######## serial_adder ########
==> serial_adder/closeup.png <==
The bar under the picture is 10 µm long. Window x 33 to 73, y 0 to 40 µm. Cells in gray, sequential cells in the stronger gray; small squares are vias.
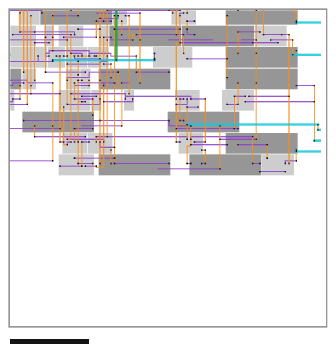

## src/rtl/serial_adder.sv

```systemverilog
// Bit-serial ripple adder: one full-adder bit per clock, LSB first, WIDTH cycles per sum.
// Optional signed-overflow output is enabled by defining SERIAL_ADDER_OVF_EN.
module serial_adder #(
  parameter int WIDTH = 8
) (
  input  logic             clk,
  input  logic             rst,
  input  logic             start,
  input  logic [WIDTH-1:0] a,
  input  logic [WIDTH-1:0] b,
  input  logic             cin,
  output logic             busy,
  output logic             done,
  output logic [WIDTH-1:0] sum,
  output logic             cout
`ifdef SERIAL_ADDER_OVF_EN
  ,
  output logic             ovf
`endif
);

  localparam int CNT_W = $clog2(WIDTH + 1);
  localparam logic [CNT_W-1:0] LAST_BIT = CNT_W'(WIDTH - 1);

  typedef enum logic [1:0] {S_IDLE, S_ADD, S_DONE} state_t;

  state_t           state_q, state_d;
  logic [WIDTH-1:0] a_sh_q, a_sh_d;
  logic [WIDTH-1:0] b_sh_q, b_sh_d;
  logic [WIDTH-1:0] res_q, res_d;
  logic [WIDTH-1:0] sum_q, sum_d;
  logic [CNT_W-1:0] cnt_q, cnt_d;
  logic             carry_q, carry_d;
  logic             cout_q, cout_d;
  logic             bit_s, bit_c;
`ifdef SERIAL_ADDER_OVF_EN
  logic             ovf_q, ovf_d;
`endif

  // Returns {carry_out, sum_bit}.
  function automatic logic [1:0] full_add(input logic x, input logic y, input logic c);
    return {(x & y) | (c & (x ^ y)), x ^ y ^ c};
  endfunction

  always_comb begin
    state_d = state_q;
    a_sh_d  = a_sh_q;
    b_sh_d  = b_sh_q;
    res_d   = res_q;
    sum_d   = sum_q;
    cnt_d   = cnt_q;
    carry_d = carry_q;
    cout_d  = cout_q;
`ifdef SERIAL_ADDER_OVF_EN
    ovf_d   = ovf_q;
`endif
    {bit_c, bit_s} = full_add(a_sh_q[0], b_sh_q[0], carry_q);

    unique case (state_q)
      S_IDLE: begin
        if (start) begin
          a_sh_d  = a;
          b_sh_d  = b;
          carry_d = cin;
          res_d   = '0;
          cnt_d   = '0;
          state_d = S_ADD;
        end
      end
      S_ADD: begin
        a_sh_d  = a_sh_q >> 1;
        b_sh_d  = b_sh_q >> 1;
        carry_d = bit_c;
        res_d   = {bit_s, res_q[WIDTH-1:1]};
        cnt_d   = cnt_q + CNT_W'(1);
        // Final bit: publish the result including the bit being formed this cycle.
        if (cnt_q == LAST_BIT) begin
          state_d = S_DONE;
          sum_d   = res_d;
          cout_d  = bit_c;
`ifdef SERIAL_ADDER_OVF_EN
          ovf_d   = carry_q ^ bit_c;
`endif
        end
      end
      S_DONE: state_d = S_IDLE;
      default: state_d = S_IDLE;
    endcase
  end

  always_ff @(posedge clk or posedge rst) begin
    if (rst) begin
      state_q <= S_IDLE;
      a_sh_q  <= '0;
      b_sh_q  <= '0;
      res_q   <= '0;
      sum_q   <= '0;
      cnt_q   <= '0;
      carry_q <= 1'b0;
      cout_q  <= 1'b0;
`ifdef SERIAL_ADDER_OVF_EN
      ovf_q   <= 1'b0;
`endif
    end else begin
      state_q <= state_d;
      a_sh_q  <= a_sh_d;
      b_sh_q  <= b_sh_d;
      res_q   <= res_d;
      sum_q   <= sum_d;
      cnt_q   <= cnt_d;
      carry_q <= carry_d;
      cout_q  <= cout_d;
`ifdef SERIAL_ADDER_OVF_EN
      ovf_q   <= ovf_d;
`endif
    end
  end

  assign busy = (state_q == S_ADD);
  assign done = (state_q == S_DONE);
  assign sum  = sum_q;
  assign cout = cout_q;
`ifdef SERIAL_ADDER_OVF_EN
  assign ovf  = ovf_q;
`endif

endmodule

```

## config.mk

```make
export PLATFORM = sky130hd
export DESIGN_NAME = serial_adder
export DESIGN_NICKNAME = d
export VERILOG_FILES = /design/src/rtl/serial_adder.sv
export SDC_FILE = /design/constraint.sdc
export NUM_CORES = 1
export LEC_CHECK = 0
export CORE_AREA = 2 2 71 73
export CTS_CLUSTER_SIZE = 25
export DETAILED_ROUTE_END_ITERATION = 6
export DIE_AREA = 0 0 73 75
export DONT_BUFFER_PORTS = 1
export RECOVER_POWER = 50
export SLEW_MARGIN = 20
export SYNTH_ARGS = -nofsm -noshare
export SYNTH_HDL_FRONTEND = slang
export SYNTH_SLANG_ARGS = --single-unit
```

## constraint.sdc

```tcl
create_clock -name clk -period 2.1 [get_ports clk]
set_clock_uncertainty 0.1 [all_clocks]
set_input_delay 0.42 -clock clk [delete_from_list [all_inputs] [get_ports clk]]
set_output_delay 0.42 -clock clk [all_outputs]
set_load 0.01 [all_outputs]
```

######## dbus_arbiter ########
`src/rtl/dbus_arbiter.sv`:
```
// ---------------------------------------------------------------------------
// dbus_arbiter : two-master round-robin arbiter for the req/gnt/rvalid data bus
// Optional master-0 bus lock via DBUS_ARB_LOCK_EN.       Revision: 1.0
// ---------------------------------------------------------------------------
`default_nettype none

module dbus_arbiter #(
  parameter int MAX_OUTSTANDING = 2
) (
  input  logic        clk,
  input  logic        rst,
  input  logic [1:0]  m_req,
  output logic [1:0]  m_gnt,
  input  logic [1:0]  m_we,
  input  logic [7:0]  m_be,
  input  logic [63:0] m_addr,
  input  logic [63:0] m_wdata,
  output logic [1:0]  m_rvalid,
  output logic [31:0] m_rdata,
  output logic [1:0]  m_err,
`ifdef DBUS_ARB_LOCK_EN
  input  logic        m0_lock,
`endif
  output logic        s_req,
  output logic        s_we,
  output logic [3:0]  s_be,
  output logic [31:0] s_addr,
  output logic [31:0] s_wdata,
  input  logic        s_gnt,
  input  logic        s_rvalid,
  input  logic [31:0] s_rdata,
  input  logic        s_err
);

  localparam int PW = (MAX_OUTSTANDING > 1) ? $clog2(MAX_OUTSTANDING) : 1;
  localparam int CW = $clog2(MAX_OUTSTANDING) + 1;
  localparam logic [CW-1:0] FULL_CNT = CW'(MAX_OUTSTANDING);
  localparam logic [PW-1:0] LAST_PTR = PW'(MAX_OUTSTANDING - 1);

  logic [MAX_OUTSTANDING-1:0] owner_q;
  logic [PW-1:0]              wr_ptr;
  logic [PW-1:0]              rd_ptr;
  logic [CW-1:0]              count;
  logic                       hold_valid;
  logic                       hold_sel;
  logic                       last_win;

  logic       full;
  logic       empty;
  logic       lock_m1;
  logic [1:0] eligible;
  logic       sel;
  logic       sel_valid;
  logic       accept;
  logic       pop;
  logic       owner;

  function automatic logic [PW-1:0] ptr_next(input logic [PW-1:0] p);
    return (p == LAST_PTR) ? '0 : p + 1'b1;
  endfunction

  assign full  = (count == FULL_CNT);
  assign empty = (count == '0);

`ifdef DBUS_ARB_LOCK_EN
  assign lock_m1 = m0_lock & ~last_win;
`else
  assign lock_m1 = 1'b0;
`endif

  assign eligible[0] = m_req[0] & ~full;
  assign eligible[1] = m_req[1] & ~full & ~lock_m1;

  // A held request bypasses the lock; a dropped held request falls through to
  // a fresh arbitration in the same cycle.
  always_comb begin
    sel       = 1'b0;
    sel_valid = 1'b0;
    if (hold_valid && m_req[hold_sel] && !full) begin
      sel       = hold_sel;
      sel_valid = 1'b1;
    end else if (eligible == 2'b11) begin
      sel       = ~last_win;
      sel_valid = 1'b1;
    end else if (eligible[1]) begin
      sel       = 1'b1;
      sel_valid = 1'b1;
    end else if (eligible[0]) begin
      sel       = 1'b0;
      sel_valid = 1'b1;
    end
  end

  assign s_req   = rst & sel_valid;
  assign s_we    = sel ? m_we[1]         : m_we[0];
  assign s_be    = sel ? m_be[7:4]       : m_be[3:0];
  assign s_addr  = sel ? m_addr[63:32]   : m_addr[31:0];
  assign s_wdata = sel ? m_wdata[63:32]  : m_wdata[31:0];

  assign accept = s_req & s_gnt;
  assign m_gnt  = accept ? (sel ? 2'b10 : 2'b01) : 2'b00;

  assign pop      = rst & s_rvalid & ~empty;
  assign owner    = owner_q[rd_ptr];
  assign m_rvalid = pop ? (owner ? 2'b10 : 2'b01) : 2'b00;
  assign m_err    = m_rvalid & {2{s_err}};
  assign m_rdata  = s_rdata;

  always_ff @(posedge clk or negedge rst) begin
    if (!rst) begin
      owner_q    <= '0;
      wr_ptr     <= '0;
      rd_ptr     <= '0;
      count      <= '0;
      hold_valid <= 1'b0;
      hold_sel   <= 1'b0;
      last_win   <= 1'b1;
    end else begin
      if (accept) begin
        owner_q[wr_ptr] <= sel;
        wr_ptr          <= ptr_next(wr_ptr);
        last_win        <= sel;
      end
      if (pop) begin
        rd_ptr <= ptr_next(rd_ptr);
      end
      case ({accept, pop})
        2'b10:   count <= count + 1'b1;
        2'b01:   count <= count - 1'b1;
        default: count <= count;
      endcase
      if (s_req && !s_gnt) begin
        hold_valid <= 1'b1;
        hold_sel   <= sel;
      end else begin
        hold_valid <= 1'b0;
      end
    end
  end

endmodule

`default_nettype wire

```
`config.mk`:
```
export PLATFORM = sky130hd
export DESIGN_NAME = dbus_arbiter
export DESIGN_NICKNAME = d
export VERILOG_FILES = /design/src/rtl/dbus_arbiter.sv
export SDC_FILE = /design/constraint.sdc
export NUM_CORES = 1
export LEC_CHECK = 0
export ABC_AREA = 1
export CORE_AREA = 2 2 110 112
export DETAILED_ROUTE_END_ITERATION = 10
export DIE_AREA = 0 0 112 114
export GPL_TIMING_DRIVEN = 0
export PLACE_DENSITY = 0.65
export SYNTH_ARGS = -nofsm -noshare
export SYNTH_HDL_FRONTEND = slang
export SYNTH_SLANG_ARGS = --single-unit
```
`constraint.sdc`:
```
create_clock -name clk -period 1.9 [get_ports clk]
set_input_delay 0.38 -clock clk [delete_from_list [all_inputs] [get_ports clk]]
set_output_delay 0.38 -clock clk [all_outputs]
set_load 0.02 [all_outputs]
```
######## ula_controle_8_flat ########
$ cat src/rtl/ula_controle_8_if.sv
// ula_controle_8_if: request/result bundle of the ULA sequencer
// master drives operations and consumes results, slave is the controller
interface ula_controle_8_if #(parameter int N = 8);
    logic           in_valid;
    logic           in_ready;
    logic [1:0]     op;
    logic [N-1:0]   a1;
    logic [N-1:0]   b1;
    logic           out_valid;
    logic           out_ready;
    logic [2*N-1:0] resultado;
    logic           flag_c;
    logic           flag_z;
    logic           Si;
    logic           Sma;
    logic           Sme;
    logic           busy;

    modport master (
        output in_valid, op, a1, b1, out_ready,
        input  in_ready, out_valid, resultado,
        input  flag_c, flag_z, Si, Sma, Sme, busy
    );

    modport slave (
        input  in_valid, op, a1, b1, out_ready,
        output in_ready, out_valid, resultado,
        output flag_c, flag_z, Si, Sma, Sme, busy
    );
endinterface

$ cat src/rtl/ula_controle_8.sv
// ula_controle_8: one-at-a-time sequencer for the 8-bit ULA
// ADD/SUB/CMP finish in one CALC cycle, MUL runs N shift-add steps
module ula_controle_8 #(
    parameter int N = 8
) (
    input logic             clk,
    input logic             rst,
    ula_controle_8_if.slave bus
);
    localparam int CW = (N > 1) ? $clog2(N) : 1;

    typedef enum logic [1:0] {IDLE, CALC, MUL, DONE} state_t;

    state_t         state, state_nxt;
    logic [1:0]     op_q;
    logic [2*N-1:0] a_sh;
    logic [N-1:0]   b_sh;
    logic [CW-1:0]  cnt;
    logic [2*N-1:0] acc;
    logic [2*N-1:0] acc_nxt;
    logic [2*N-1:0] calc_res;
    logic           calc_c;
    logic [N:0]     sum;
    logic [N:0]     diff;
    logic           last;
    logic           fc, fz, fsi, fsma, fsme;

    // a_sh holds operand A in its low half until MUL starts shifting it
    assign sum     = {1'b0, a_sh[N-1:0]} + {1'b0, b_sh};
    assign diff    = {1'b0, a_sh[N-1:0]} - {1'b0, b_sh};
    assign acc_nxt = b_sh[0] ? acc + a_sh : acc;
    assign last    = (cnt == CW'(N - 1));

    always_comb begin
        calc_res = '0;
        calc_c   = 1'b0;
        case (op_q)
            2'b00: begin
                calc_res = {{(N-1){1'b0}}, sum};
                calc_c   = sum[N];
            end
            2'b01: begin
                calc_res = {{N{1'b0}}, diff[N-1:0]};
                calc_c   = diff[N];
            end
            default: ;
        endcase
    end

    always_ff @(posedge clk) begin
        if (rst) state <= IDLE;
        else     state <= state_nxt;
    end

    always_comb begin
        state_nxt = state;
        unique case (state)
            IDLE: if (bus.in_valid)
                      state_nxt = (bus.op == 2'b11) ? MUL : CALC;
            CALC: state_nxt = DONE;
            MUL:  if (last) state_nxt = DONE;
            DONE: if (bus.out_ready) state_nxt = IDLE;
            default: state_nxt = IDLE;
        endcase
    end

    always_ff @(posedge clk) begin
        if (rst) begin
            op_q <= '0;
            a_sh <= '0;
            b_sh <= '0;
            cnt  <= '0;
            acc  <= '0;
            fc   <= 1'b0;
            fz   <= 1'b0;
            fsi  <= 1'b0;
            fsma <= 1'b0;
            fsme <= 1'b0;
        end else begin
            unique case (state)
                IDLE: if (bus.in_valid) begin
                    op_q <= bus.op;
                    a_sh <= {{N{1'b0}}, bus.a1};
                    b_sh <= bus.b1;
                    cnt  <= '0;
                    acc  <= '0;
                end
                CALC: begin
                    acc  <= calc_res;
                    fc   <= calc_c;
                    fz   <= (calc_res == '0);
                    fsi  <= (op_q == 2'b10) && (a_sh[N-1:0] == b_sh);
                    fsma <= (op_q == 2'b10) && (a_sh[N-1:0] > b_sh);
                    fsme <= (op_q == 2'b10) && (a_sh[N-1:0] < b_sh);
                end
                MUL: begin
                    acc  <= acc_nxt;
                    a_sh <= a_sh << 1;
                    b_sh <= b_sh >> 1;
                    cnt  <= cnt + 1'b1;
                    if (last) begin
                        fc   <= |acc_nxt[2*N-1:N];
                        fz   <= (acc_nxt == '0);
                        fsi  <= 1'b0;
                        fsma <= 1'b0;
                        fsme <= 1'b0;
                    end
                end
                DONE: ;
                default: ;
            endcase
        end
    end

    assign bus.in_ready  = (state == IDLE);
    assign bus.busy      = (state != IDLE);
    assign bus.out_valid = (state == DONE);
    assign bus.resultado = acc;
    assign bus.flag_c    = fc;
    assign bus.flag_z    = fz;
    assign bus.Si        = fsi;
    assign bus.Sma       = fsma;
    assign bus.Sme       = fsme;
endmodule

$ cat src/flat_wrapper.sv
// flat-port wrapper written by rule: the top's interface ports become plain ports
module ula_controle_8_flat 
#(
    parameter int N = 8
)
  (clk, rst, bus_in_valid, bus_op, bus_a1, bus_b1, bus_out_ready, bus_in_ready, bus_out_valid, bus_resultado, bus_flag_c, bus_flag_z, bus_Si, bus_Sma, bus_Sme, bus_busy);
  ula_controle_8_if #(.N(N)) bus_i ();
  input logic clk;
  input logic rst;
  input wire logic [$bits(bus_i.in_valid)-1:0] bus_in_valid;
  input wire logic [$bits(bus_i.op)-1:0] bus_op;
  input wire logic [$bits(bus_i.a1)-1:0] bus_a1;
  input wire logic [$bits(bus_i.b1)-1:0] bus_b1;
  input wire logic [$bits(bus_i.out_ready)-1:0] bus_out_ready;
  output wire logic [$bits(bus_i.in_ready)-1:0] bus_in_ready;
  output wire logic [$bits(bus_i.out_valid)-1:0] bus_out_valid;
  output wire logic [$bits(bus_i.resultado)-1:0] bus_resultado;
  output wire logic [$bits(bus_i.flag_c)-1:0] bus_flag_c;
  output wire logic [$bits(bus_i.flag_z)-1:0] bus_flag_z;
  output wire logic [$bits(bus_i.Si)-1:0] bus_Si;
  output wire logic [$bits(bus_i.Sma)-1:0] bus_Sma;
  output wire logic [$bits(bus_i.Sme)-1:0] bus_Sme;
  output wire logic [$bits(bus_i.busy)-1:0] bus_busy;
  assign bus_i.in_valid = bus_in_valid;
  assign bus_i.op = bus_op;
  assign bus_i.a1 = bus_a1;
  assign bus_i.b1 = bus_b1;
  assign bus_i.out_ready = bus_out_ready;
  assign bus_in_ready = bus_i.in_ready;
  assign bus_out_valid = bus_i.out_valid;
  assign bus_resultado = bus_i.resultado;
  assign bus_flag_c = bus_i.flag_c;
  assign bus_flag_z = bus_i.flag_z;
  assign bus_Si = bus_i.Si;
  assign bus_Sma = bus_i.Sma;
  assign bus_Sme = bus_i.Sme;
  assign bus_busy = bus_i.busy;
  ula_controle_8 #(.N(N)) u_core (.clk(clk), .rst(rst), .bus(bus_i));
endmodule
$ cat config.mk
export PLATFORM = sky130hd
export DESIGN_NAME = ula_controle_8_flat
export DESIGN_NICKNAME = d
export VERILOG_FILES = /design/src/rtl/ula_controle_8_if.sv /design/src/rtl/ula_controle_8.sv /design/src/flat_wrapper.sv
export SDC_FILE = /design/constraint.sdc
export NUM_CORES = 1
export LEC_CHECK = 0
export CAP_MARGIN = 20
export CORE_MARGIN = 3
export CORE_UTILIZATION = 61
export CTS_BUF_LIST = sky130_fd_sc_hd__clkbuf_4 sky130_fd_sc_hd__clkbuf_8 sky130_fd_sc_hd__clkbuf_16
export CTS_CLUSTER_SIZE = 40
export DETAILED_ROUTE_END_ITERATION = 10
export PLACE_DENSITY_LB_ADDON = 0.05
export SLEW_MARGIN = 15
export SYNTH_ARGS = -nofsm -noshare
export SYNTH_HDL_FRONTEND = slang
export SYNTH_SLANG_ARGS = --single-unit
$ cat constraint.sdc
create_clock -name clk -period 4.9 [get_ports clk]
set_clock_uncertainty 0.05 [all_clocks]
set_input_delay 0.735 -clock clk [delete_from_list [all_inputs] [get_ports clk]]
set_output_delay 0.735 -clock clk [all_outputs]
set_load 0.02 [all_outputs]
==> serial_adder/gates.png <==
The bar under the picture is 20 µm long.
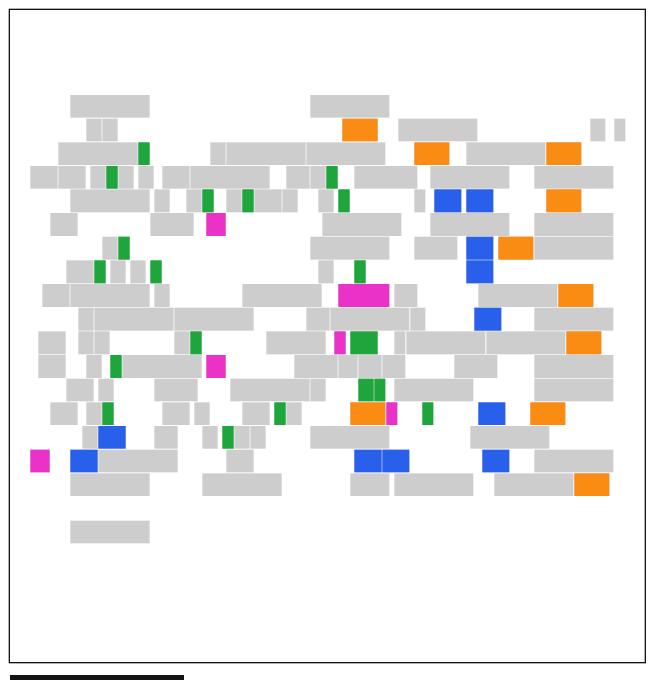
non-inverting ao/oa cells: marked blue, cells 11. nor cells: marked magenta, cells 6. mux cells: marked orange, cells 10. nand cells: marked green, cells 19.

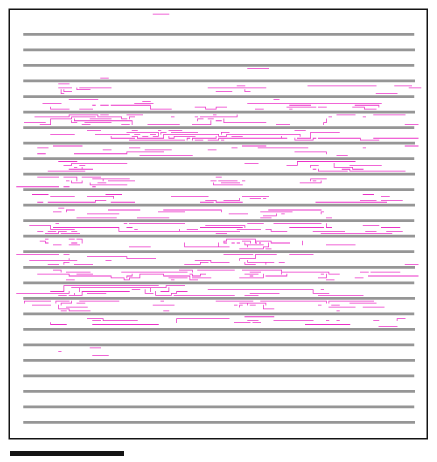
(serial_adder/m1.png)
The bar under the picture is 20 µm long. Supply wires on this layer in gray.
The longest straight run is 23.5 µm. The layer carries 1420 µm of wire. The layer holds 46% of the routed length. The wires run mostly horizontal. 151 nets have wire on it.
vias: 1109
GRT met1 Usage: 0.1660

Notes on serial_adder/closeup.png above:
M3: marked cyan. M2: marked orange. M4: marked green. M1: marked purple.
Most frequent: dfrtp_1 (12), a22o_1 (5), mux2_2 (4). Netlist names of flops here include cnt_q (4), sum (4), res_q (3). 37 logic cells have their middle in the window. Sequential cells in the window: 12.

==> results.sh, serial_adder <==
# flow metrics
export IMPL_antenna_found_initial=0
export IMPL_die_y_um=75
export IMPL_clock_power_share=0.180
export IMPL_synthesis_nets=170
export IMPL_grt_pass1_wl_um=5533
export IMPL_grt_max_degree=40
export IMPL_mostFrequentLayoutCell="dfrtp_1"
export IMPL_hold_path_class="primary input to flip-flop"
export IMPL_ys_cells=148
export IMPL_critPathArrivalTime_ps=1840
export IMPL_vias_per_cell=5.436
export IMPL_switching_share=0.3590
export IMPL_synth_edff_count=0
export IMPL_core_util_floorplan=0.3646
export IMPL_wl_met1_um=1419
export IMPL_cts_tree="yes"
export IMPL_dp_cells=196
export IMPL_grt_busiest_layer="met2"
export IMPL_numPortBuffers=0
export IMPL_simple_gate_share=0.1465
export IMPL_grt_util_met3=0.04016
export IMPL_die_area_um2=5475
export IMPL_power_density_nw_per_um2=1440
export IMPL_crit_path_max_incr_delay_ps=440
export IMPL_grt_use_met2=0.2152
export IMPL_slew_violations=0
export IMPL_drcViolationCount=0
export IMPL_clock_sinks=39
export IMPL_synthTopCellsByArea="dfrtp_1 57%, and3b_1 7.2%, mux2_2 6.6%, a22o_1 5.7%, o21ai_0 4.7%"
export IMPL_top_area_cell="dfrtp_1"
export IMPL_peakVddDrop_v=0.0005584
export IMPL_p_comb_frac=0.326
export IMPL_drive_above_1_share=0.1533
export IMPL_cp_slowest_cell="nor3_4"
export IMPL_hold_violations=0
export IMPL_status="finished clean"
export IMPL_nNetsFinal=171
export IMPL_yosys_register_bits=39
export IMPL_rrSetupSlack_ps=330
export IMPL_h_tree_depth=2
export IMPL_finalCritPeriodShare=0.8442
export IMPL_clock_fmax_mhz=564.0
## serial_adder: stage by stage
| step | util | area, µm² | setup WS (ps) | hold slack [ps] | power (mW) |
|---|---|---|---|---|---|
| finish | 0.3954 | 1843 | 327.1 | 171.0 | 2.653 |
| global route | 0.3954 | 1843 | 177.1 | 157.1 | 2.904 |
| CTS | 0.3944 | 1838 | 268.0 | 45.99 | 2.678 |
| detailed placement | 0.3761 | 1753 | 273.3 | 355.4 | 2.194 |
| global placement | 0.3761 | 1753 | 313.0 | 350.0 | 2.142 |
| floorplan | - | 1699 | 531.8 | 350.1 | 1.998 |
## serial_adder: area by class of cell
class                   instances  area (µm²)  share of cell area
well taps                      54       67.56             0.03666
flip-flops and latches         39       975.9              0.5295
repair buffers                  3       20.02             0.01086
clock inverters                 2       12.51            0.006789
clock buffers                   6       72.57             0.03938
multi-input cells              98       686.9              0.3727
inverters                       2       7.507            0.004073
## serial_adder: registers in the layout, indices dropped and copies added (netlist names)
register	flops
a_sh_q	8
b_sh_q	8
carry_q	1
cnt_q	4
cout	1
res_q	7
state_q	2
sum	8
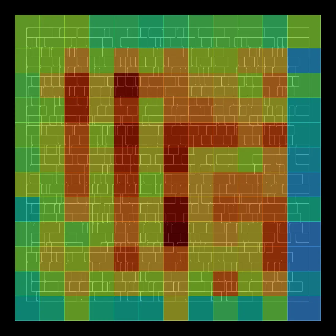
(ula_controle_8_flat/congestion_map.png)
GRT met1 Usage: 0.3972
met2 usage: 0.4753

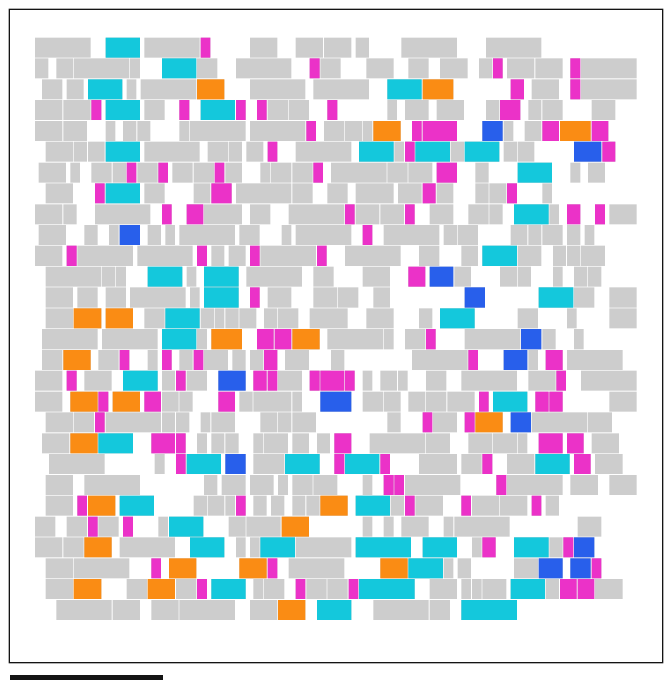
(ula_controle_8_flat/gates.png)
The bar under the picture is 20 µm long.
nor cells: marked magenta, cells 98, where spread over the die. non-inverting ao/oa cells: marked blue, cells 14. mux cells: marked orange, cells 23. fa/ha/maj cells: marked cyan, cells 42, where spread over the die.

==> results.sh, ula_controle_8_flat <==
# flow metrics
export IMPL_numPortBuffers=45
export IMPL_wl_met2_um=4716
export IMPL_finalPower_mw=2.176
export IMPL_worst_pin_slew_ps=998.9
export IMPL_overflow=0
export IMPL_clock_sinks=52
export IMPL_drive_above_1_share=0.03755
export IMPL_die_w_um=85.15
export IMPL_peakVddDrop_v=0.0003944
export IMPL_top_layer="met4"
export IMPL_whs_endpoint="u_core.cnt[1]"
export IMPL_crit_chain="ha_1, inv_1, fa_1, nor2b_1, o31a_1, o31a_1, or4_1, o211ai_1, xnor2_1, o21ai_0, and4b_1, o41a_1"
export IMPL_wire_per_inst_um=17.28
export IMPL_post_cts_setup_buffer_count=0
export IMPL_placed_area_um2=4307
export IMPL_status="finished clean"
export IMPL_vias_per_cell=6.398
export IMPL_drt_pass1_iterations=7
export IMPL_post_place_ws_ps=1728
export IMPL_wl_met3_um=794
export IMPL_drtIter0Drc=241
export IMPL_grt_usage=0.2865
export IMPL_rsz0062_at_grt="no"
export IMPL_clock_fmax_mhz=305.8
export IMPL_cpMostUsedCell="o31a_1"
export IMPL_power_density_nw_per_um2=494.1
export IMPL_hold_path_depth=2
export IMPL_end_kind="flip-flop"
export IMPL_logic_family="AND-OR/OR-AND gates"
[ula_controle_8_flat: placed cells by master, fill, tap and decap left out, drive strengths merged, types with 13 or more instances in the layout]
| master | count |
|---|---|
| xnor2 | 13 |
| nor2 | 68 |
| a21oi | 32 |
| ha | 39 |
| a211oi | 15 |
| nand2 | 20 |
| a22oi | 18 |
| dfxtp | 52 |
| o21ai | 16 |
| clkdlybuf4s50 | 44 |
| mux2i | 20 |
| inv | 31 |
[ula_controle_8_flat: area by class of cell]
class | instances | area (µm²)
multi-input cells | 367 | 2584
fillers | 492 | 1588
flip-flops and latches | 52 | 1041
repair buffers | 49 | 475.5
inverters | 30 | 112.6
well taps | 75 | 93.84
clock buffers | 5 | 68.82
clock inverters | 3 | 27.53
[ula_controle_8_flat: where the power goes]
group          internal, mW  switching (mW)  total, mW
Sequential            0.497           0.105      0.602
Combinational         0.518           0.787       1.30
Clock                 0.105           0.163      0.269
[ula_controle_8_flat: routing by layer]
| metal | vias up | global-route usage |
|---|---|---|
| li1 | 1798 | - |
| met1 | 1735 | 0.3972 |
| met2 | 173 | 0.4753 |
| met3 | 11 | 0.04369 |
| met4 | 0 | 0.05612 |
| met5 | - | 0 |
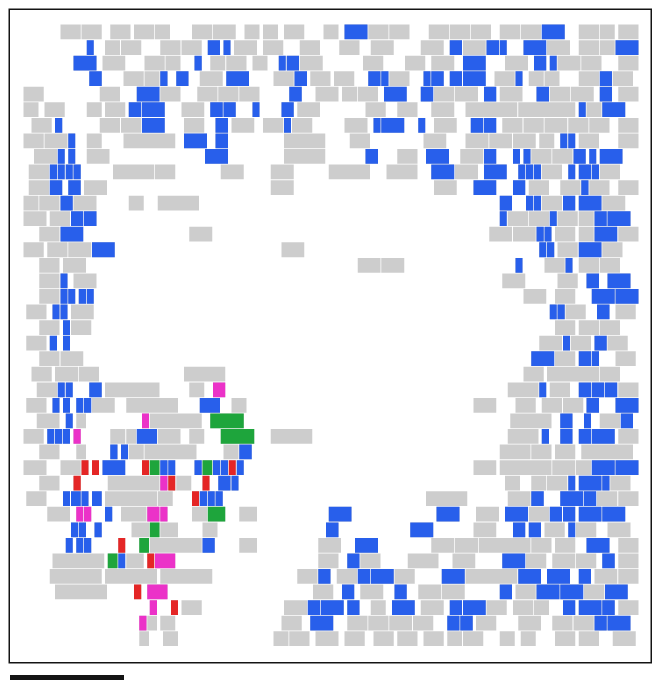
(dbus_arbiter/gates.png)
The bar under the picture is 20 µm long.
nand cells: marked blue, cells 237, where spread over the die. aoi and oai cells: marked green, cells 8, where south-west. inv cells: marked red, cells 12, where south-west. nor cells: marked magenta, cells 12, where south-west.
fin cells: 760
Comb area share: 0.2993
most numerous logic cell after layout: clkdlybuf4s50_1

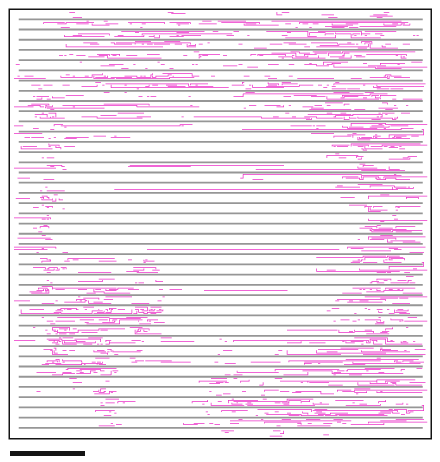
(dbus_arbiter/m1.png)
The bar under the picture is 20 µm long. Supply wires on this layer in gray.
The layer holds 38% of the routed length. 667 nets have wire on it.

==> results.sh, dbus_arbiter <==
# flow metrics
export IMPL_crit_path_max_incr_delay_ps=400
export IMPL_power_density_nw_per_um2=1150
export IMPL_setup_viol=71
export IMPL_status="finished, violations left"
export IMPL_fin_ws_ps=-253.0
export IMPL_clock_power_share=0.056
export IMPL_p_comb_frac=0.890
export IMPL_placed_area_um2=4367
export IMPL_io_pins=285
export IMPL_internal_power_mw=3.498
export IMPL_cts_buffers=3
export IMPL_power_switching_mw=3.093
export IMPL_finalCritPeriodShare=1.133
export IMPL_critPathArrivalTime_ps=1770
export IMPL_h_tree_depth=1
export IMPL_violations="negative setup slack"
## dbus_arbiter: cell type report
type / instances / area, µm²
fill: 1093 / 5979
timing repair buffer: 282 / 3035
multi-input combinational: 261 / 1715
buffer: 45 / 445.4
sequential: 9 / 226.5
tap: 147 / 183.9
clock buffer: 3 / 75.07
inverter: 12 / 45.04
clock inverter: 1 / 5.005
## dbus_arbiter: registers in the layout, indices dropped and copies added (netlist names)
name	flops
hold_valid	1
last_win	1
hold_sel	1
wr_ptr	1
rd_ptr	1
count	2
owner_q	2
## dbus_arbiter: cells by family after synthesis
group,after synthesis
and+or+nand+nor,249
buffers and inverters,59
DFF,9
AOI/OAI and AO/OA,8
xor gates and xnor gates,3
adders and majority gates,1
## dbus_arbiter: path summary, 6_finish.rpt
| kind | endpoint | slack [ps] | cells after the start |
|---|---|---|---|
| worst max-delay path | s_wdata[26] | -250 | 10 |
| worst min-delay path | rd_ptr | 120 | 1 |
| worst max register to register | count[1] | 140 | 9 |
| worst min register to register | last_win | 480 | 2 |
| max in group asynchronous | last_win | 1500 | 1 |
| min in group clk | last_win | 480 | 2 |

==> layout pictures side by side <==
The metal 3 layer.
The bar under the picture is 20 µm long. Cells faint in the background.
panel A
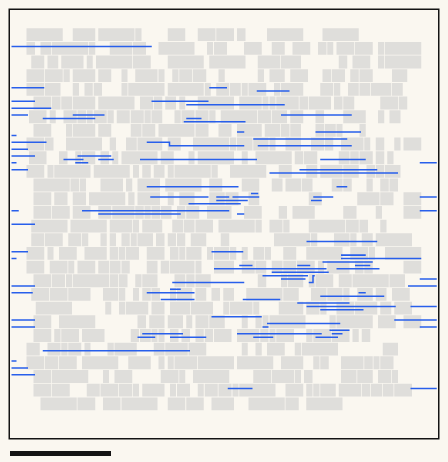
panel B
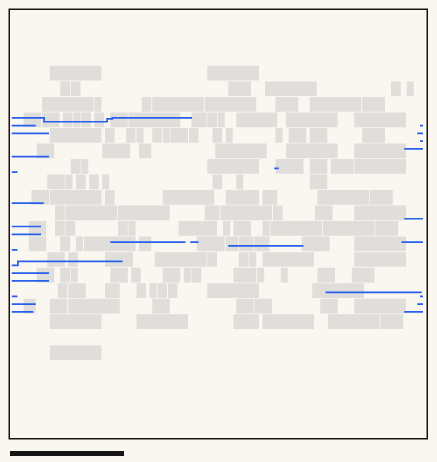
panel C
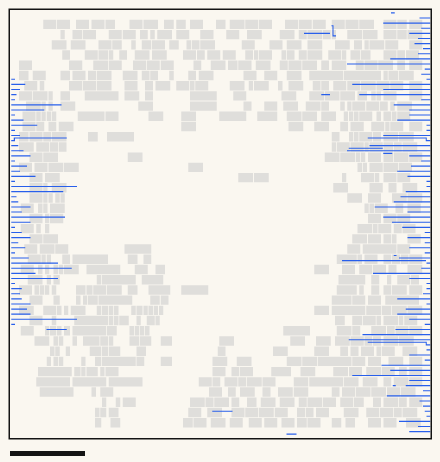
Panel C is dbus_arbiter.
Panel B is serial_adder.
Panel A is ula_controle_8_flat.
Of these, largest die: panel C
Of these, smallest die: panel B

Key to panel B:
25 nets have wire on it. The wires run mostly horizontal. The layer carries 164 µm of wire. The longest straight run is 18.2 µm. The layer holds 5.4% of the routed length.


Power is estimated from default activity; no workload was simulated.
